######## instruction_memory_server ########
instruction_memory_server, supply network:
The bar under the picture is 50 um long. Pins as bars on the die edge. Tap cells in grey.
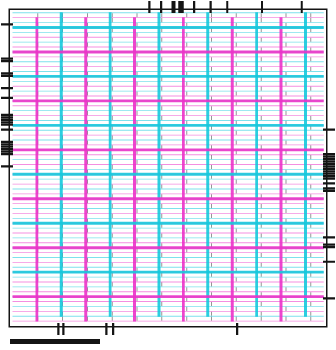
instruction_memory_server, cell classes on the final placement:
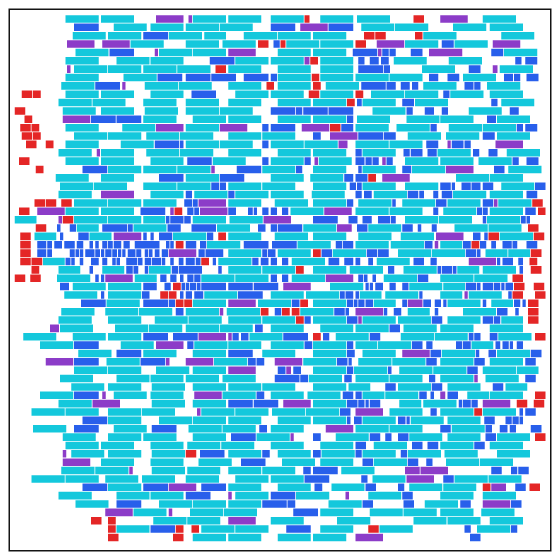
$ cat config.mk
export PLATFORM = sky130hd
export DESIGN_NAME = instruction_memory_server
export DESIGN_NICKNAME = d
export VERILOG_FILES = /design/src/rtl/instruction_memory_server.sv
export SDC_FILE = /design/constraint.sdc
export NUM_CORES = 1
export LEC_CHECK = 0
export ABC_CLOCK_PERIOD_IN_PS = 5800
export CORE_UTILIZATION = 66
export DETAILED_ROUTE_END_ITERATION = 7
export MAX_ROUTING_LAYER = met4
export PLACE_DENSITY = 0.82
export SLEW_MARGIN = 20
export SYNTH_ARGS = -nofsm -noshare
export SYNTH_HDL_FRONTEND = slang
export SYNTH_SLANG_ARGS = --single-unit
$ cat constraint.sdc
create_clock -name clock -period 5.8 [get_ports clock]
set_input_delay 0.58 -clock clock [delete_from_list [all_inputs] [get_ports clock]]
set_output_delay 0.58 -clock clock [all_outputs]
set_load 0.02 [all_outputs]
$ cat src/rtl/instruction_memory_server.sv
// rtl/instruction_memory_server.sv - ternary instruction store: word-by-word loader plus 1-cycle fetch port
module instruction_memory_server #(
  parameter int WORD_SIZE  = 9,
  parameter int MEM_DEPTH  = 27,
  parameter int ADDR_WIDTH = 5
) (
  input  logic                    clock,
  input  logic                    reset,
  input  logic                    load_start,
  input  logic                    load_valid,
  input  logic                    load_last,
  input  logic [2*WORD_SIZE-1:0]  load_data,
  input  logic                    fetch_enable,
  input  logic [ADDR_WIDTH-1:0]   ins_pointer,
  output logic [2*WORD_SIZE-1:0]  instruction,
  output logic                    instruction_valid,
  output logic                    fetch_error,
  output logic                    load_error,
  output logic                    loaded,
  output logic [ADDR_WIDTH:0]     load_count
);

  localparam int W = 2 * WORD_SIZE;
  localparam logic [ADDR_WIDTH:0] DEPTH     = MEM_DEPTH[ADDR_WIDTH:0];
  localparam logic [ADDR_WIDTH:0] COUNT_ONE = 1;

  typedef enum logic [1:0] {
    S_IDLE,
    S_LOAD,
    S_READY
  } state_t;

  state_t                state, state_next;
  logic [ADDR_WIDTH:0]   count_next;
  logic                  load_error_next;
  logic                  mem_we;
  logic                  fetch_ok;
  logic                  ptr_in_range;
  logic [W-1:0]          mem [0:MEM_DEPTH-1];

  // 2'b11 is not a legal trit encoding anywhere in a word
  function automatic logic has_bad_trit(input logic [W-1:0] word);
    logic bad;
    bad = 1'b0;
    for (int i = 0; i < WORD_SIZE; i++) begin
      if (word[2*i +: 2] == 2'b11) bad = 1'b1;
    end
    return bad;
  endfunction

  always_comb begin
    state_next      = state;
    count_next      = load_count;
    load_error_next = load_error;
    mem_we          = 1'b0;
    case (state)
      S_IDLE: begin
        if (load_start) begin
          state_next      = S_LOAD;
          count_next      = '0;
          load_error_next = 1'b0;
        end
      end
      S_LOAD: begin
        if (load_start) begin
          count_next      = '0;
          load_error_next = 1'b0;
        end else if (load_valid) begin
          if (load_count >= DEPTH) begin
            state_next = S_READY;
          end else if (has_bad_trit(load_data)) begin
            load_error_next = 1'b1;
            if (load_last) state_next = S_READY;
          end else begin
            mem_we     = 1'b1;
            count_next = load_count + COUNT_ONE;
            if (load_last || (count_next == DEPTH)) state_next = S_READY;
          end
        end
      end
      S_READY: begin
        if (load_start) begin
          state_next      = S_LOAD;
          count_next      = '0;
          load_error_next = 1'b0;
        end
      end
      default: state_next = S_IDLE;
    endcase
  end

  // A load_start in READY wins over a same-cycle fetch
  assign fetch_ok     = fetch_enable && (state == S_READY) && !load_start;
  assign ptr_in_range = ({1'b0, ins_pointer} < DEPTH);

  always_ff @(posedge clock) begin
    if (reset) begin
      state             <= S_IDLE;
      load_count        <= '0;
      load_error        <= 1'b0;
      loaded            <= 1'b0;
      instruction       <= '0;
      instruction_valid <= 1'b0;
      fetch_error       <= 1'b0;
    end else begin
      state             <= state_next;
      load_count        <= count_next;
      load_error        <= load_error_next;
      loaded            <= (state_next == S_READY);
      instruction_valid <= fetch_ok;
      fetch_error       <= fetch_enable && !(fetch_ok && ptr_in_range);
      if (fetch_ok) instruction <= ptr_in_range ? mem[ins_pointer] : '0;
    end
  end

  // Storage is deliberately not reset; reset only blocks a same-cycle write
  always_ff @(posedge clock) begin
    if (mem_we && !reset) mem[load_count[ADDR_WIDTH-1:0]] <= load_data;
  end

endmodule

==> reports/results.ini <==
[clock_network]
cts_sinks = 516
clockBufferDepth = 3
path_clk_slew_ps = 60
cts_root_buf = clkbuf_16
htreeDepth = 2
cts_setup_buffers = 0
post_cts_resized = 0

[pwr]
maxPowerGroup = sequential cells
p_comb_share_pct = 4.4
comb-power_mw = 0.327
leakagePower_nw = 7.23

[worst_setup_path]
cp_slowest_cell = nor2_2
critPathRequiredTime_ps = 5970
ff2ff_path_depth = 6
crit_chain = clkdlybuf4s50_1, buf_4, a222oi_1, nand4_1, nor4_4, nand3_1, nor2_2

[synthesis]
synthXorXnorAreaFrac_pct = 0
synth_nets = 1082
synth_cell_types = 50
synth.avg_cell_area_um2 = 19.0
synthAoiAreaFrac_pct = 5.39
ys_sh_mux_pct = 12.8
seq_area_frac_synth_pct = 76.4
fa_ha_area_share_pct = 0.252
syn_inst = 1049
edf_count = 486

[run_status]
status = complete, no violations

[hold_path]
min_to = load_count[5]
hold_path.class = reg2reg
hp-start = load_count[5]

[final_timing]
slew-limit-headroom_pct = 23.9
slew_violations = 0
period_needed_ps = 4130
period_used_pct = 71.2
tightest_slew_ps = 1140
finalWorstSetupSlack_ps = 1670
setup_viol = 0

[placement]
dp_hpwl_um = 28100

[global_route]
track_usage_pct = 33.2
grt_overflow = 0
grt_antenna_before_repair = 2

[route]
route.antenna.remaining_nets = 0

[floorplanning]
die_w_um = 176

About 'supply network' of instruction_memory_server:
magenta -> VSS
cyan -> VDD
rows = 63
tap cells = 390
signal pins = 57
met1 rails = 64
die height: 176 um
core area: 29,600 um2

About 'cell classes on the final placement' of instruction_memory_server:
red -> remaining buffers and delay cells  # cells 95, share of their area 3.8%
cyan -> registers  # cells 516, share of their area 69%
blue -> remaining logic cells  # cells 476, share of their area 20%
purple -> clock drivers and dummy loads  # cells 91, share of their area 7.0%
row count: 63
cell area after layout: 22,500 um2

[final cells by class]
class	count	area, um2	area share, %
Antenna cell	3	7.51	0.0333
Clock buffer	67	1380	6.11
Clock inverter	24	158	0.700
Inverter	6	22.5	0.100
Multi-Input combinational cell	470	4450	19.7
Sequential cell	516	15200	67.4
Tap cell	390	488	2.17
Timing Repair Buffer	95	838	3.72
[metal layers]
layer	part of all wire [%]	vias up	track usage [%]
li1	-	4489	-
met1	37	5546	46.2
met2	47	846	49.5
met3	11	134	6.00
met4	4.6	0	13.4
met5	0	-	-

######## enc_block_loader ########
enc_block_loader, supply network:
The bar under the picture is 50 um long. Pins as bars on the die edge. Tap cells in grey.
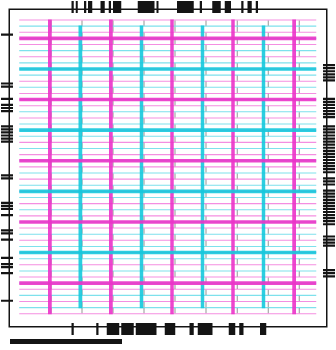
enc_block_loader, cell classes on the final placement:
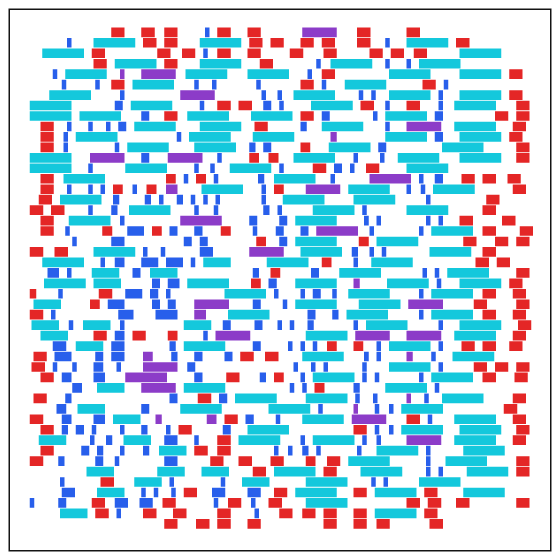
enc_block_loader, clock wires, drivers and flops:
The bar under the picture is 50 um long.
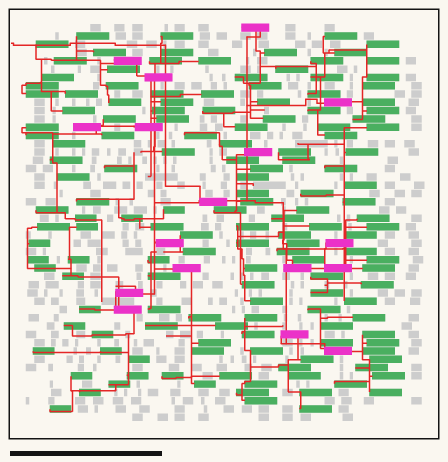
==> src/rtl/enc_block_loader.sv <==
// -----------------------------------------------------------------------------
// enc_block_loader
//
// Collects a 16-byte plaintext block from a valid/ready byte stream, hands it
// to the encryption stage together with six latched round-key bits, raises
// Enable until the stage reports finished, then pulses stage_rst for one cycle
// before accepting the next block.
//
// Optional build macro: LOADER_TIMEOUT_EN
//   When defined, a watchdog limits RUN to TIMEOUT_CYCLES cycles. On expiry the
//   block is abandoned through CLEAR and the sticky timeout_err flag is set.
//   When undefined, RUN waits for finished indefinitely and timeout_err is 0.
//
// Ports:
//   clk                input   single clock, rising edge
//   reset              input   synchronous, active-low
//   in_valid/in_data   input   offered plaintext byte (byte0..byte15 order)
//   in_ready           output  byte accepted this cycle when in_valid is high
//   key_in[5:0]        input   round-key bits [9:4], sampled with byte 15
//   a0..d3[7:0]        output  block bytes (0..3 -> a, 4..7 -> b, 8..11 -> c, 12..15 -> d)
//   key[5:0]           output  latched key bits
//   Enable             output  run request to the encryption stage
//   stage_rst          output  active-high reset to the encryption stage
//   finished           input   completion level from the encryption stage
//   block_done         output  one-cycle pulse per completed block
//   block_cnt[7:0]     output  completed-block count, wraps at 256
//   timeout_err        output  sticky watchdog flag
// -----------------------------------------------------------------------------
module enc_block_loader #(
   parameter int unsigned TIMEOUT_CYCLES = 32
) (
   input  logic       clk,
   input  logic       reset,
   input  logic       in_valid,
   input  logic [7:0] in_data,
   output logic       in_ready,
   input  logic [5:0] key_in,
   output logic [7:0] a0,
   output logic [7:0] a1,
   output logic [7:0] a2,
   output logic [7:0] a3,
   output logic [7:0] b0,
   output logic [7:0] b1,
   output logic [7:0] b2,
   output logic [7:0] b3,
   output logic [7:0] c0,
   output logic [7:0] c1,
   output logic [7:0] c2,
   output logic [7:0] c3,
   output logic [7:0] d0,
   output logic [7:0] d1,
   output logic [7:0] d2,
   output logic [7:0] d3,
   output logic [5:0] key,
   output logic       Enable,
   output logic       stage_rst,
   input  logic       finished,
   output logic       block_done,
   output logic [7:0] block_cnt,
   output logic       timeout_err
);

   typedef enum logic [1:0] {
      ST_FILL  = 2'd0,
      ST_RUN   = 2'd1,
      ST_CLEAR = 2'd2
   } state_t;

   state_t     state_r;
   state_t     state_s;
   logic [3:0] idx_r;
   logic [7:0] blk_r [16];
   logic [5:0] key_r;
   logic       in_ready_r;
   logic       enable_r;
   logic       stage_rst_r;
   logic       block_done_r;
   logic [7:0] block_cnt_r;
   logic       accept_s;
   logic       done_s;
   logic       tmo_s;

   // in_ready_r is only set while in FILL, so it alone qualifies the handshake
   // and also blocks acceptance in the first cycle after reset.
   assign accept_s = (state_r == ST_FILL) && in_valid && in_ready_r;

`ifdef LOADER_TIMEOUT_EN
   localparam int unsigned    WD_W    = (TIMEOUT_CYCLES > 1) ? $clog2(TIMEOUT_CYCLES) : 1;
   localparam logic [WD_W-1:0] WD_LAST = WD_W'(TIMEOUT_CYCLES - 1);

   logic [WD_W-1:0] wd_cnt_r;
   logic            timeout_err_r;

   // Expiry fires in the last allowed RUN cycle; finished in that cycle still wins.
   assign tmo_s = (state_r == ST_RUN) && !finished && (wd_cnt_r == WD_LAST);

   // Watchdog counter (counts RUN cycles) and sticky error flag.
   always_ff @(posedge clk) begin
      if (!reset) begin
         wd_cnt_r      <= '0;
         timeout_err_r <= 1'b0;
      end else begin
         if (state_r == ST_RUN) begin
            wd_cnt_r <= wd_cnt_r + WD_W'(1);
         end else begin
            wd_cnt_r <= '0;
         end
         if (tmo_s) begin
            timeout_err_r <= 1'b1;
         end
      end
   end

   assign timeout_err = timeout_err_r;
`else
   assign tmo_s       = 1'b0;
   assign timeout_err = 1'b0;
`endif

   // Next-state decode; block_done is raised only for a genuine completion.
   always_comb begin
      state_s = state_r;
      done_s  = 1'b0;
      case (state_r)
         ST_FILL: begin
            if (accept_s && (idx_r == 4'd15)) begin
               state_s = ST_RUN;
            end else begin
               state_s = ST_FILL;
            end
         end
         ST_RUN: begin
            if (finished) begin
               state_s = ST_CLEAR;
               done_s  = 1'b1;
            end else if (tmo_s) begin
               state_s = ST_CLEAR;
            end else begin
               state_s = ST_RUN;
            end
         end
         ST_CLEAR: begin
            state_s = ST_FILL;
         end
         default: begin
            state_s = ST_FILL;
         end
      endcase
   end

   // State, byte index, key latch, completion count and registered controls.
   // Controls are decoded from the next state so they line up with state_r.
   always_ff @(posedge clk) begin
      if (!reset) begin
         state_r      <= ST_FILL;
         idx_r        <= 4'd0;
         key_r        <= 6'd0;
         in_ready_r   <= 1'b0;
         enable_r     <= 1'b0;
         stage_rst_r  <= 1'b1;
         block_done_r <= 1'b0;
         block_cnt_r  <= 8'd0;
      end else begin
         state_r      <= state_s;
         in_ready_r   <= (state_s == ST_FILL);
         enable_r     <= (state_s == ST_RUN);
         stage_rst_r  <= (state_s == ST_CLEAR);
         block_done_r <= done_s;
         if (done_s) begin
            block_cnt_r <= block_cnt_r + 8'd1;
         end
         if (accept_s) begin
            idx_r <= idx_r + 4'd1;
            if (idx_r == 4'd15) begin
               key_r <= key_in;
            end
         end
      end
   end

   // Block byte storage; a partial block is wiped by reset.
   always_ff @(posedge clk) begin
      if (!reset) begin
         for (int i = 0; i < 16; i++) begin
            blk_r[i] <= 8'h00;
         end
      end else if (accept_s) begin
         blk_r[idx_r] <= in_data;
      end
   end

   assign a0 = blk_r[0];
   assign a1 = blk_r[1];
   assign a2 = blk_r[2];
   assign a3 = blk_r[3];
   assign b0 = blk_r[4];
   assign b1 = blk_r[5];
   assign b2 = blk_r[6];
   assign b3 = blk_r[7];
   assign c0 = blk_r[8];
   assign c1 = blk_r[9];
   assign c2 = blk_r[10];
   assign c3 = blk_r[11];
   assign d0 = blk_r[12];
   assign d1 = blk_r[13];
   assign d2 = blk_r[14];
   assign d3 = blk_r[15];

   assign key        = key_r;
   assign in_ready   = in_ready_r;
   assign Enable     = enable_r;
   assign stage_rst  = stage_rst_r;
   assign block_done = block_done_r;
   assign block_cnt  = block_cnt_r;

endmodule
==> config.mk <==
export PLATFORM = sky130hd
export DESIGN_NAME = enc_block_loader
export DESIGN_NICKNAME = d
export VERILOG_FILES = /design/src/rtl/enc_block_loader.sv
export SDC_FILE = /design/constraint.sdc
export NUM_CORES = 1
export LEC_CHECK = 0
export CAP_MARGIN = 10
export CELL_PAD_IN_SITES_DETAIL_PLACEMENT = 2
export CELL_PAD_IN_SITES_GLOBAL_PLACEMENT = 2
export CORE_MARGIN = 4
export CORE_UTILIZATION = 33
export DETAILED_ROUTE_END_ITERATION = 16
export PLACE_DENSITY_LB_ADDON = 0.1
export SYNTH_ARGS = -nofsm -noshare
export SYNTH_HDL_FRONTEND = slang
export SYNTH_SLANG_ARGS = --single-unit
==> constraint.sdc <==
create_clock -name clk -period 3.5 [get_ports clk]
set_input_delay 0.35 -clock clk [delete_from_list [all_inputs] [get_ports clk]]
set_output_delay 0.35 -clock clk [all_outputs]
set_load 0.03 [all_outputs]
==> reports/results.ini <==
[final_timing]
slew_violations = 0
period_needed_ps = 2340
fin_skew_ps = 14.0

[worst_setup_path]
crit_cells = 4
r2r_start = state_r[1]
slowest_delay_ps = 670

[job]
openroad.warnings = 29
maxCapViolCount = 0

[synthesis]
top_area_cell = edfxtp_1
edf_count = 128
topCombFamilyByArea = simple AND/OR/NAND/NOR gates
seq_area_frac_synth_pct = 74.3

[clock_network]
path_clk_slew_ps = 60
cts_sinks = 151
clk_latency_ps = 430
postCtsHoldBufs = 0
post_cts_resized = 0

[floorplanning]
rows = 48

[run_status]
status = complete, no violations

[global_route]
use_met2_pct = 33.0
grt_pass1_wl_um = 28000

[route]
route.antenna.remaining_nets = 0

[pwr]
peakVddDrop_mv = 0.346
seq-power_mw = 2.03
swShare_pct = 23.1

[hold_path]
hold_path.class = in2reg

## Picture notes: 'supply network' of enc_block_loader
cyan -> VDD
magenta -> VSS
met1 rails = 49
met4 straps = 9
rows = 48
tap cells = 225
met5 straps = 9

## Picture notes: 'cell classes on the final placement' of enc_block_loader
red -> remaining buffers and delay cells  # cells 186, share of their area 22%
cyan -> registers  # cells 151, share of their area 53%
purple -> clock drivers and dummy loads  # cells 32, share of their area 7.6%
blue -> remaining logic cells  # cells 269, share of their area 17%

## Picture notes: 'clock wires, drivers and flops' of enc_block_loader
magenta -> clock-net drivers  # count 17
green -> flip-flops  # count 151
red -> clock wires  # length 2,050 um
routed clock nets = 18

## sequential cells by signal, summed over array words and instances, names as in the netlist
| signal | flops |
|---|---|
| blk_r | 128 |
| block_cnt | 8 |
| key | 6 |
| idx_r | 4 |
| state_r | 2 |
| Enable | 1 |
| in_ready | 1 |
| stage_rst | 1 |
## final cells by class
| cell class | instances | area, um2 |
|---|---|---|
| fill | 1685 | 8890 |
| sequential | 151 | 4300 |
| timing repair buffer | 186 | 1800 |
| multi-input combinational | 263 | 1330 |
| clock buffer | 19 | 433 |
| tap | 225 | 282 |
| clock inverter | 13 | 176 |
| inverter | 6 | 22.5 |

######## product_accumulator ########
<file path="src/rtl/product_accumulator.sv">
// Frame accumulator: sums N unsigned 4x4 products, holds the result until taken.
// Carry out of the accumulator's MSB is recorded in a sticky per-frame flag.
module pa_fa (
    input  logic i_a,
    input  logic i_b,
    input  logic i_c,
    output logic o_s,
    output logic o_c
);
    assign o_s = i_a ^ i_b ^ i_c;
    assign o_c = (i_a & i_b) | (i_c & (i_a ^ i_b));
endmodule

module pa_mul4x4 (
    input  logic [3:0] i_a,
    input  logic [3:0] i_b,
    output logic [7:0] o_p
);
    logic [3:0] w_pp   [0:3];
    logic [3:0] w_prev [1:3];
    logic [3:0] w_s    [1:3];
    logic [4:0] w_c    [1:3];

    genvar i, j;
    for (i = 0; i < 4; i++) begin : g_pp
        assign w_pp[i] = i_a & {4{i_b[i]}};
    end

    assign o_p[0]    = w_pp[0][0];
    assign w_prev[1] = {1'b0, w_pp[0][3:1]};

    // Ripple array: each row adds the next partial product to the shifted prior row.
    for (i = 1; i < 4; i++) begin : g_row
        assign w_c[i][0] = 1'b0;
        for (j = 0; j < 4; j++) begin : g_col
            pa_fa u_fa (
                .i_a (w_prev[i][j]),
                .i_b (w_pp[i][j]),
                .i_c (w_c[i][j]),
                .o_s (w_s[i][j]),
                .o_c (w_c[i][j+1])
            );
        end
        assign o_p[i] = w_s[i][0];
        if (i < 3) begin : g_next
            assign w_prev[i+1] = {w_c[i][4], w_s[i][3:1]};
        end
    end

    assign o_p[7:4] = {w_c[3][4], w_s[3][3:1]};
endmodule

module product_accumulator #(
    parameter int N     = 4,
    parameter int ACC_W = 10
) (
    input  logic             clk,
    input  logic             rst,
    input  logic             in_valid,
    output logic             in_ready,
    input  logic [3:0]       a,
    input  logic [3:0]       b,
    output logic             out_valid,
    input  logic             out_ready,
    output logic [ACC_W-1:0] out_sum,
    output logic             overflow
);
    localparam int CNT_W = $clog2(N + 1);
    localparam logic [1:0] IDLE = 2'd0;
    localparam logic [1:0] ACC  = 2'd1;
    localparam logic [1:0] HOLD = 2'd2;
    localparam logic [CNT_W-1:0] LAST = CNT_W'(N - 1);

    logic [1:0]       r_state;
    logic [ACC_W-1:0] r_acc;
    logic [CNT_W-1:0] r_cnt;
    logic             r_ovf;

    logic [7:0]       w_prod;
    logic [ACC_W-1:0] w_prod_ext;
    logic [ACC_W:0]   w_sum;
    logic             w_in_hs;
    logic             w_out_hs;

    pa_mul4x4 u_mul (
        .i_a (a),
        .i_b (b),
        .o_p (w_prod)
    );

    assign w_prod_ext = ACC_W'(w_prod);
    assign w_sum      = {1'b0, r_acc} + {1'b0, w_prod_ext};

    assign in_ready  = !rst && (r_state != HOLD);
    assign out_valid = (r_state == HOLD);
    assign out_sum   = r_acc;
    assign overflow  = r_ovf;
    assign w_in_hs   = in_valid && in_ready;
    assign w_out_hs  = out_valid && out_ready;

    always_ff @(posedge clk) begin
        if (rst) begin
            r_state <= IDLE;
            r_acc   <= '0;
            r_cnt   <= '0;
            r_ovf   <= 1'b0;
        end else begin
            unique case (r_state)
                IDLE: begin
                    if (w_in_hs) begin
                        r_acc   <= w_prod_ext;
                        r_cnt   <= CNT_W'(1);
                        r_ovf   <= 1'b0;
                        r_state <= (N == 1) ? HOLD : ACC;
                    end
                end
                ACC: begin
                    if (w_in_hs) begin
                        r_acc <= w_sum[ACC_W-1:0];
                        r_cnt <= r_cnt + CNT_W'(1);
                        r_ovf <= r_ovf | w_sum[ACC_W];
                        if (r_cnt == LAST) begin
                            r_state <= HOLD;
                        end
                    end
                end
                HOLD: begin
                    // Overflow survives the output handshake until the next frame starts.
                    if (w_out_hs) begin
                        r_state <= IDLE;
                        r_acc   <= '0;
                        r_cnt   <= '0;
                    end
                end
                default: r_state <= IDLE;
            endcase
        end
    end
endmodule
</file>
<file path="config.mk">
export PLATFORM = sky130hd
export DESIGN_NAME = product_accumulator
export DESIGN_NICKNAME = d
export VERILOG_FILES = /design/src/rtl/product_accumulator.sv
export SDC_FILE = /design/constraint.sdc
export NUM_CORES = 1
export LEC_CHECK = 0
export ABC_CLOCK_PERIOD_IN_PS = 10690
export CAP_MARGIN = 20
export CORE_UTILIZATION = 30
export DETAILED_ROUTE_END_ITERATION = 12
export SLEW_MARGIN = 10
export SYNTH_ARGS = -nofsm -noshare
export SYNTH_HDL_FRONTEND = slang
export SYNTH_SLANG_ARGS = --single-unit
</file>
<file path="constraint.sdc">
create_clock -name clk -period 10.69 [get_ports clk]
set_input_delay 1.6035 -clock clk [delete_from_list [all_inputs] [get_ports clk]]
set_output_delay 1.6035 -clock clk [all_outputs]
set_load 0.02 [all_outputs]
</file>
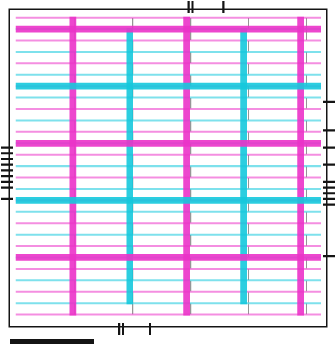
product_accumulator: supply network
The bar under the picture is 20 um long. Pins as bars on the die edge. Tap cells in grey.
magenta -> VSS
cyan -> VDD
met1 rails = 27
rows = 26

==> reports/results.ini <==
[synthesis]
synthTopCellsByCount = nor2_1, ha_1, inv_1, dfxtp_1, nand2_1
top_area_cell = dfxtp_1
topCellsByArea = dfxtp_1, ha_1, fa_1

[route]
post_drt_wl_per_cell_um = 12.2
num_vias = 1426
route.detailed.drc = 0
wl_met3_um = 118

[final_timing]
hold_viol_final = 0

[layout]
nClkBuffers = 4
dominant_cells = multi-input combinational cells

[placement]
place_ws_ps = 3570

[floorplanning]
die_w_um = 75.3

[run_status]
status = complete, no violations

[clock_network]
post_cts_resized = 0
cts_sinks = 16
postCtsHoldBufs = 0

[worst_setup_path]
critPathBufInv = 5
cp_max_fo = 4
cp_common_cell = fa_1

[cells in the final DEF, fill, tap and decap left out, types with 8 or more instances in the layout]
master,synthesis,final
inv_1,20,20
o21ai_0,10,10
dfxtp_1,16,16
ha_1,20,20
a21oi_1,10,10
nor2_1,25,25
fa_1,9,9
and2_1,12,12
nand2_1,16,16
clkdlybuf4s50_1,0,24
a211oi_1,8,8
[logic make-up after synthesis]
family / Yosys count / synth area share [%]
xor+xnor: 1 / 0.544
fa+ha+maj: 29 / 26.7
simple gates: 79 / 24.9
buf+inv: 24 / 6.06
compound gates: 47 / 20.0
flops: 16 / 19.9
mux: 3 / 1.86

######## ram_ctrl ########
ram_ctrl, supply network:
The bar under the picture is 20 um long. Pins as bars on the die edge. Tap cells in grey.
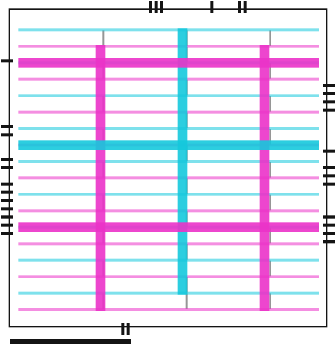
ram_ctrl, cell classes on the final placement:
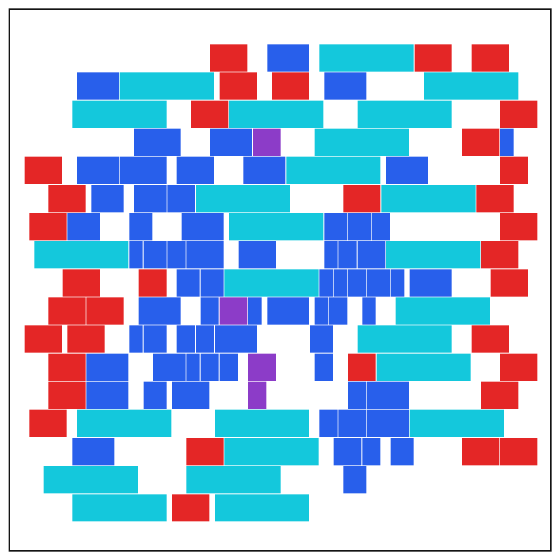
## src/rtl/ram_ctrl.sv

```systemverilog
// Sequences single-cycle read/write strobes and full scans onto a registered-output RAM.
// Write done at accept+1, read done at accept+2, scan words from start+2; strobes while busy are dropped.
module ram_ctrl #(
  parameter int ADDR_W = 3,
  parameter int DATA_W = 3,
  parameter int DEPTH  = 8
) (
  input  logic              clock,
  input  logic              reset,
  input  logic              req,
  input  logic              rw,
  input  logic [ADDR_W-1:0] req_addr,
  input  logic [DATA_W-1:0] req_data,
  input  logic              scan_start,
  output logic              busy,
  output logic              done,
  output logic [DATA_W-1:0] rdata,
  output logic              scan_valid,
  output logic [ADDR_W-1:0] scan_addr,
  output logic              scan_last,
  output logic              ram_enable,
  output logic              ram_we,
  output logic [ADDR_W-1:0] ram_addr,
  output logic [DATA_W-1:0] ram_wdata,
  input  logic [DATA_W-1:0] ram_q
);

  localparam logic [2:0] S_IDLE    = 3'd0;
  localparam logic [2:0] S_WR      = 3'd1;
  localparam logic [2:0] S_RD_ADDR = 3'd2;
  localparam logic [2:0] S_RD_CAP  = 3'd3;
  localparam logic [2:0] S_SCAN    = 3'd4;

  localparam logic [ADDR_W-1:0] LAST = ADDR_W'(DEPTH - 1);

  logic [2:0]        state;
  // Second scan pipeline stage: the address whose word is on ram_q this cycle.
  logic              cap_vld;
  logic [ADDR_W-1:0] cap_addr;

  always_ff @(posedge clock or posedge reset) begin
    if (reset) begin
      state      <= S_IDLE;
      busy       <= 1'b0;
      done       <= 1'b0;
      rdata      <= '0;
      scan_valid <= 1'b0;
      scan_addr  <= '0;
      scan_last  <= 1'b0;
      ram_enable <= 1'b0;
      ram_we     <= 1'b0;
      ram_addr   <= '0;
      ram_wdata  <= '0;
      cap_vld    <= 1'b0;
      cap_addr   <= '0;
    end else begin
      done       <= 1'b0;
      scan_valid <= 1'b0;
      scan_last  <= 1'b0;
      case (state)
        S_IDLE: begin
          if (req) begin
            ram_addr   <= req_addr;
            ram_enable <= 1'b1;
            busy       <= 1'b1;
            if (rw) begin
              ram_we    <= 1'b1;
              ram_wdata <= req_data;
              state     <= S_WR;
            end else begin
              ram_we <= 1'b0;
              state  <= S_RD_ADDR;
            end
          end else if (scan_start) begin
            ram_addr   <= '0;
            ram_enable <= 1'b1;
            ram_we     <= 1'b0;
            busy       <= 1'b1;
            cap_vld    <= 1'b0;
            state      <= S_SCAN;
          end
        end
        S_WR: begin
          ram_we     <= 1'b0;
          ram_enable <= 1'b0;
          busy       <= 1'b0;
          done       <= 1'b1;
          state      <= S_IDLE;
        end
        S_RD_ADDR: begin
          ram_enable <= 1'b0;
          state      <= S_RD_CAP;
        end
        S_RD_CAP: begin
          rdata <= ram_q;
          done  <= 1'b1;
          busy  <= 1'b0;
          state <= S_IDLE;
        end
        S_SCAN: begin
          cap_vld  <= ram_enable;
          cap_addr <= ram_addr;
          // Stop issuing at the last address; stay in SCAN until it drains.
          if (ram_enable) begin
            if (ram_addr == LAST) ram_enable <= 1'b0;
            else                  ram_addr   <= ram_addr + 1'b1;
          end
          if (cap_vld) begin
            rdata      <= ram_q;
            scan_valid <= 1'b1;
            scan_addr  <= cap_addr;
            if (cap_addr == LAST) begin
              scan_last <= 1'b1;
              done      <= 1'b1;
              busy      <= 1'b0;
              state     <= S_IDLE;
            end
          end
        end
        default: state <= S_IDLE;
      endcase
    end
  end

endmodule

```

## config.mk

```make
export PLATFORM = sky130hd
export DESIGN_NAME = ram_ctrl
export DESIGN_NICKNAME = d
export VERILOG_FILES = /design/src/rtl/ram_ctrl.sv
export SDC_FILE = /design/constraint.sdc
export NUM_CORES = 1
export LEC_CHECK = 0
export CAP_MARGIN = 30
export CORE_UTILIZATION = 46
export CTS_CLUSTER_DIAMETER = 30
export DETAILED_ROUTE_END_ITERATION = 10
export GPL_ROUTABILITY_DRIVEN = 1
export PLACE_DENSITY = 0.85
export SLEW_MARGIN = 0
export SYNTH_ARGS = -nofsm -noshare
export SYNTH_HDL_FRONTEND = slang
export SYNTH_SLANG_ARGS = --single-unit
```

## constraint.sdc

```tcl
create_clock -name clock -period 1.9 [get_ports clock]
set_input_delay 0.38 -clock clock [delete_from_list [all_inputs] [get_ports clock]]
set_output_delay 0.38 -clock clock [all_outputs]
set_load 0.005 [all_outputs]
```

==> reports/results.ini <==
[layout]
layout_top_cells = clkdlybuf4s50_1, dfrtp_1, mux2_2
inv_count = 3
drive_gt1_share_pct = 21.4

[worst_setup_path]
path_class = reg2out
r2r_start = state[1]

[route]
route.antenna.remaining_nets = 0
num_vias = 896

[job]
maxCapViolCount = 0

[synthesis]
fa_ha_area_share_pct = 2.16
yosys_area_um2 = 1160
ys_sh_mux_pct = 9.70

[global_route]
met3_usage_pct = 3.19
met1_usage_pct = 23.8

[placement]
place_area_um2 = 1500

[run_status]
status = complete, no violations

## Picture notes: 'supply network' of ram_ctrl
cyan -> VDD
magenta -> VSS
met4 straps = 3
met5 straps = 3
rows = 17
core area: 2300 um2
DIE WIDTH: 52.2 um

## Picture notes: 'cell classes on the final placement' of ram_ctrl
red -> remaining buffers and delay cells  # cells 34, share of their area 22%
blue -> remaining logic cells  # cells 68, share of their area 34%
cyan -> registers  # cells 25, share of their area 42%
purple -> clock drivers and dummy loads  # cells 4, share of their area 1.8%
row count: 17
sequential share of cell area: 40.9%

[sequential cells by signal (all words and copies together) (netlist names)]
signal and flops:
cap_addr 3, ram_addr 3, ram_wdata 3, rdata 3, scan_addr 3, state 3, busy 1, cap_vld 1
done 1, ram_enable 1, ram_we 1, scan_last 1, scan_valid 1
[tightest hold or removal path: stages]
cell             delay (ps)
clkdlybuf4s50_1         400
inv_1                    50
buf_4                   300
[power breakdown]
part	switching [mW]	total [mW]	internal (mW)	leakage, nW
logic	0.384	1.07	0.691	0.307
registers	0.244	1.01	0.769	0.306
clock network	0.146	0.224	0.0785	0.0177
total	0.774	2.31	1.54	0.630


==> gallery <==
Clock wires, drivers and flops.
panel A
The bar under the picture is 20 um long.
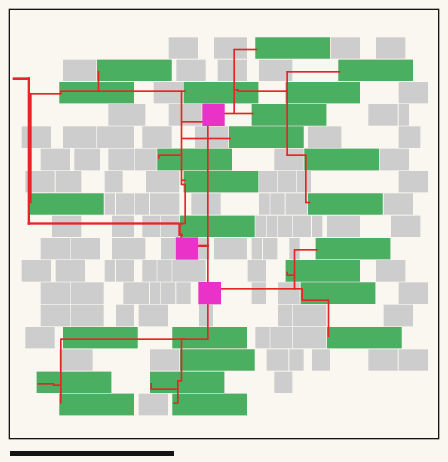
panel B
The bar under the picture is 50 um long.
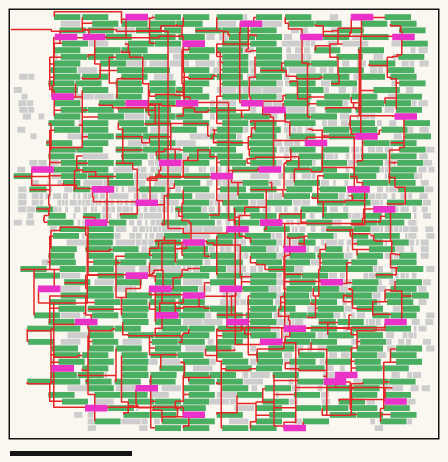
panel C
The bar under the picture is 20 um long.
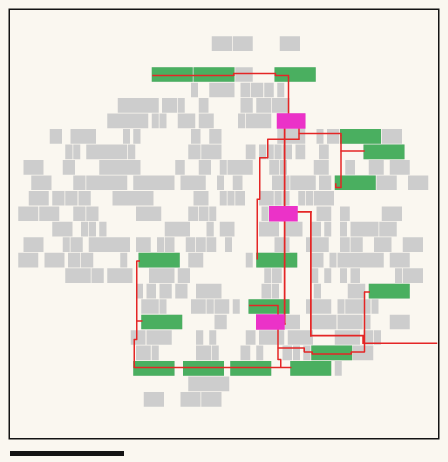
| picture | from |
|---|---|
| panel B | instruction_memory_server |
| panel A | ram_ctrl |
| panel C | product_accumulator |

Key to panel A:
red -> clock wires  # length 252 um
magenta -> clock-net drivers  # count 3
green -> flip-flops  # count 25
routed clock nets = 4

Power and IR drop assume default switching activity.
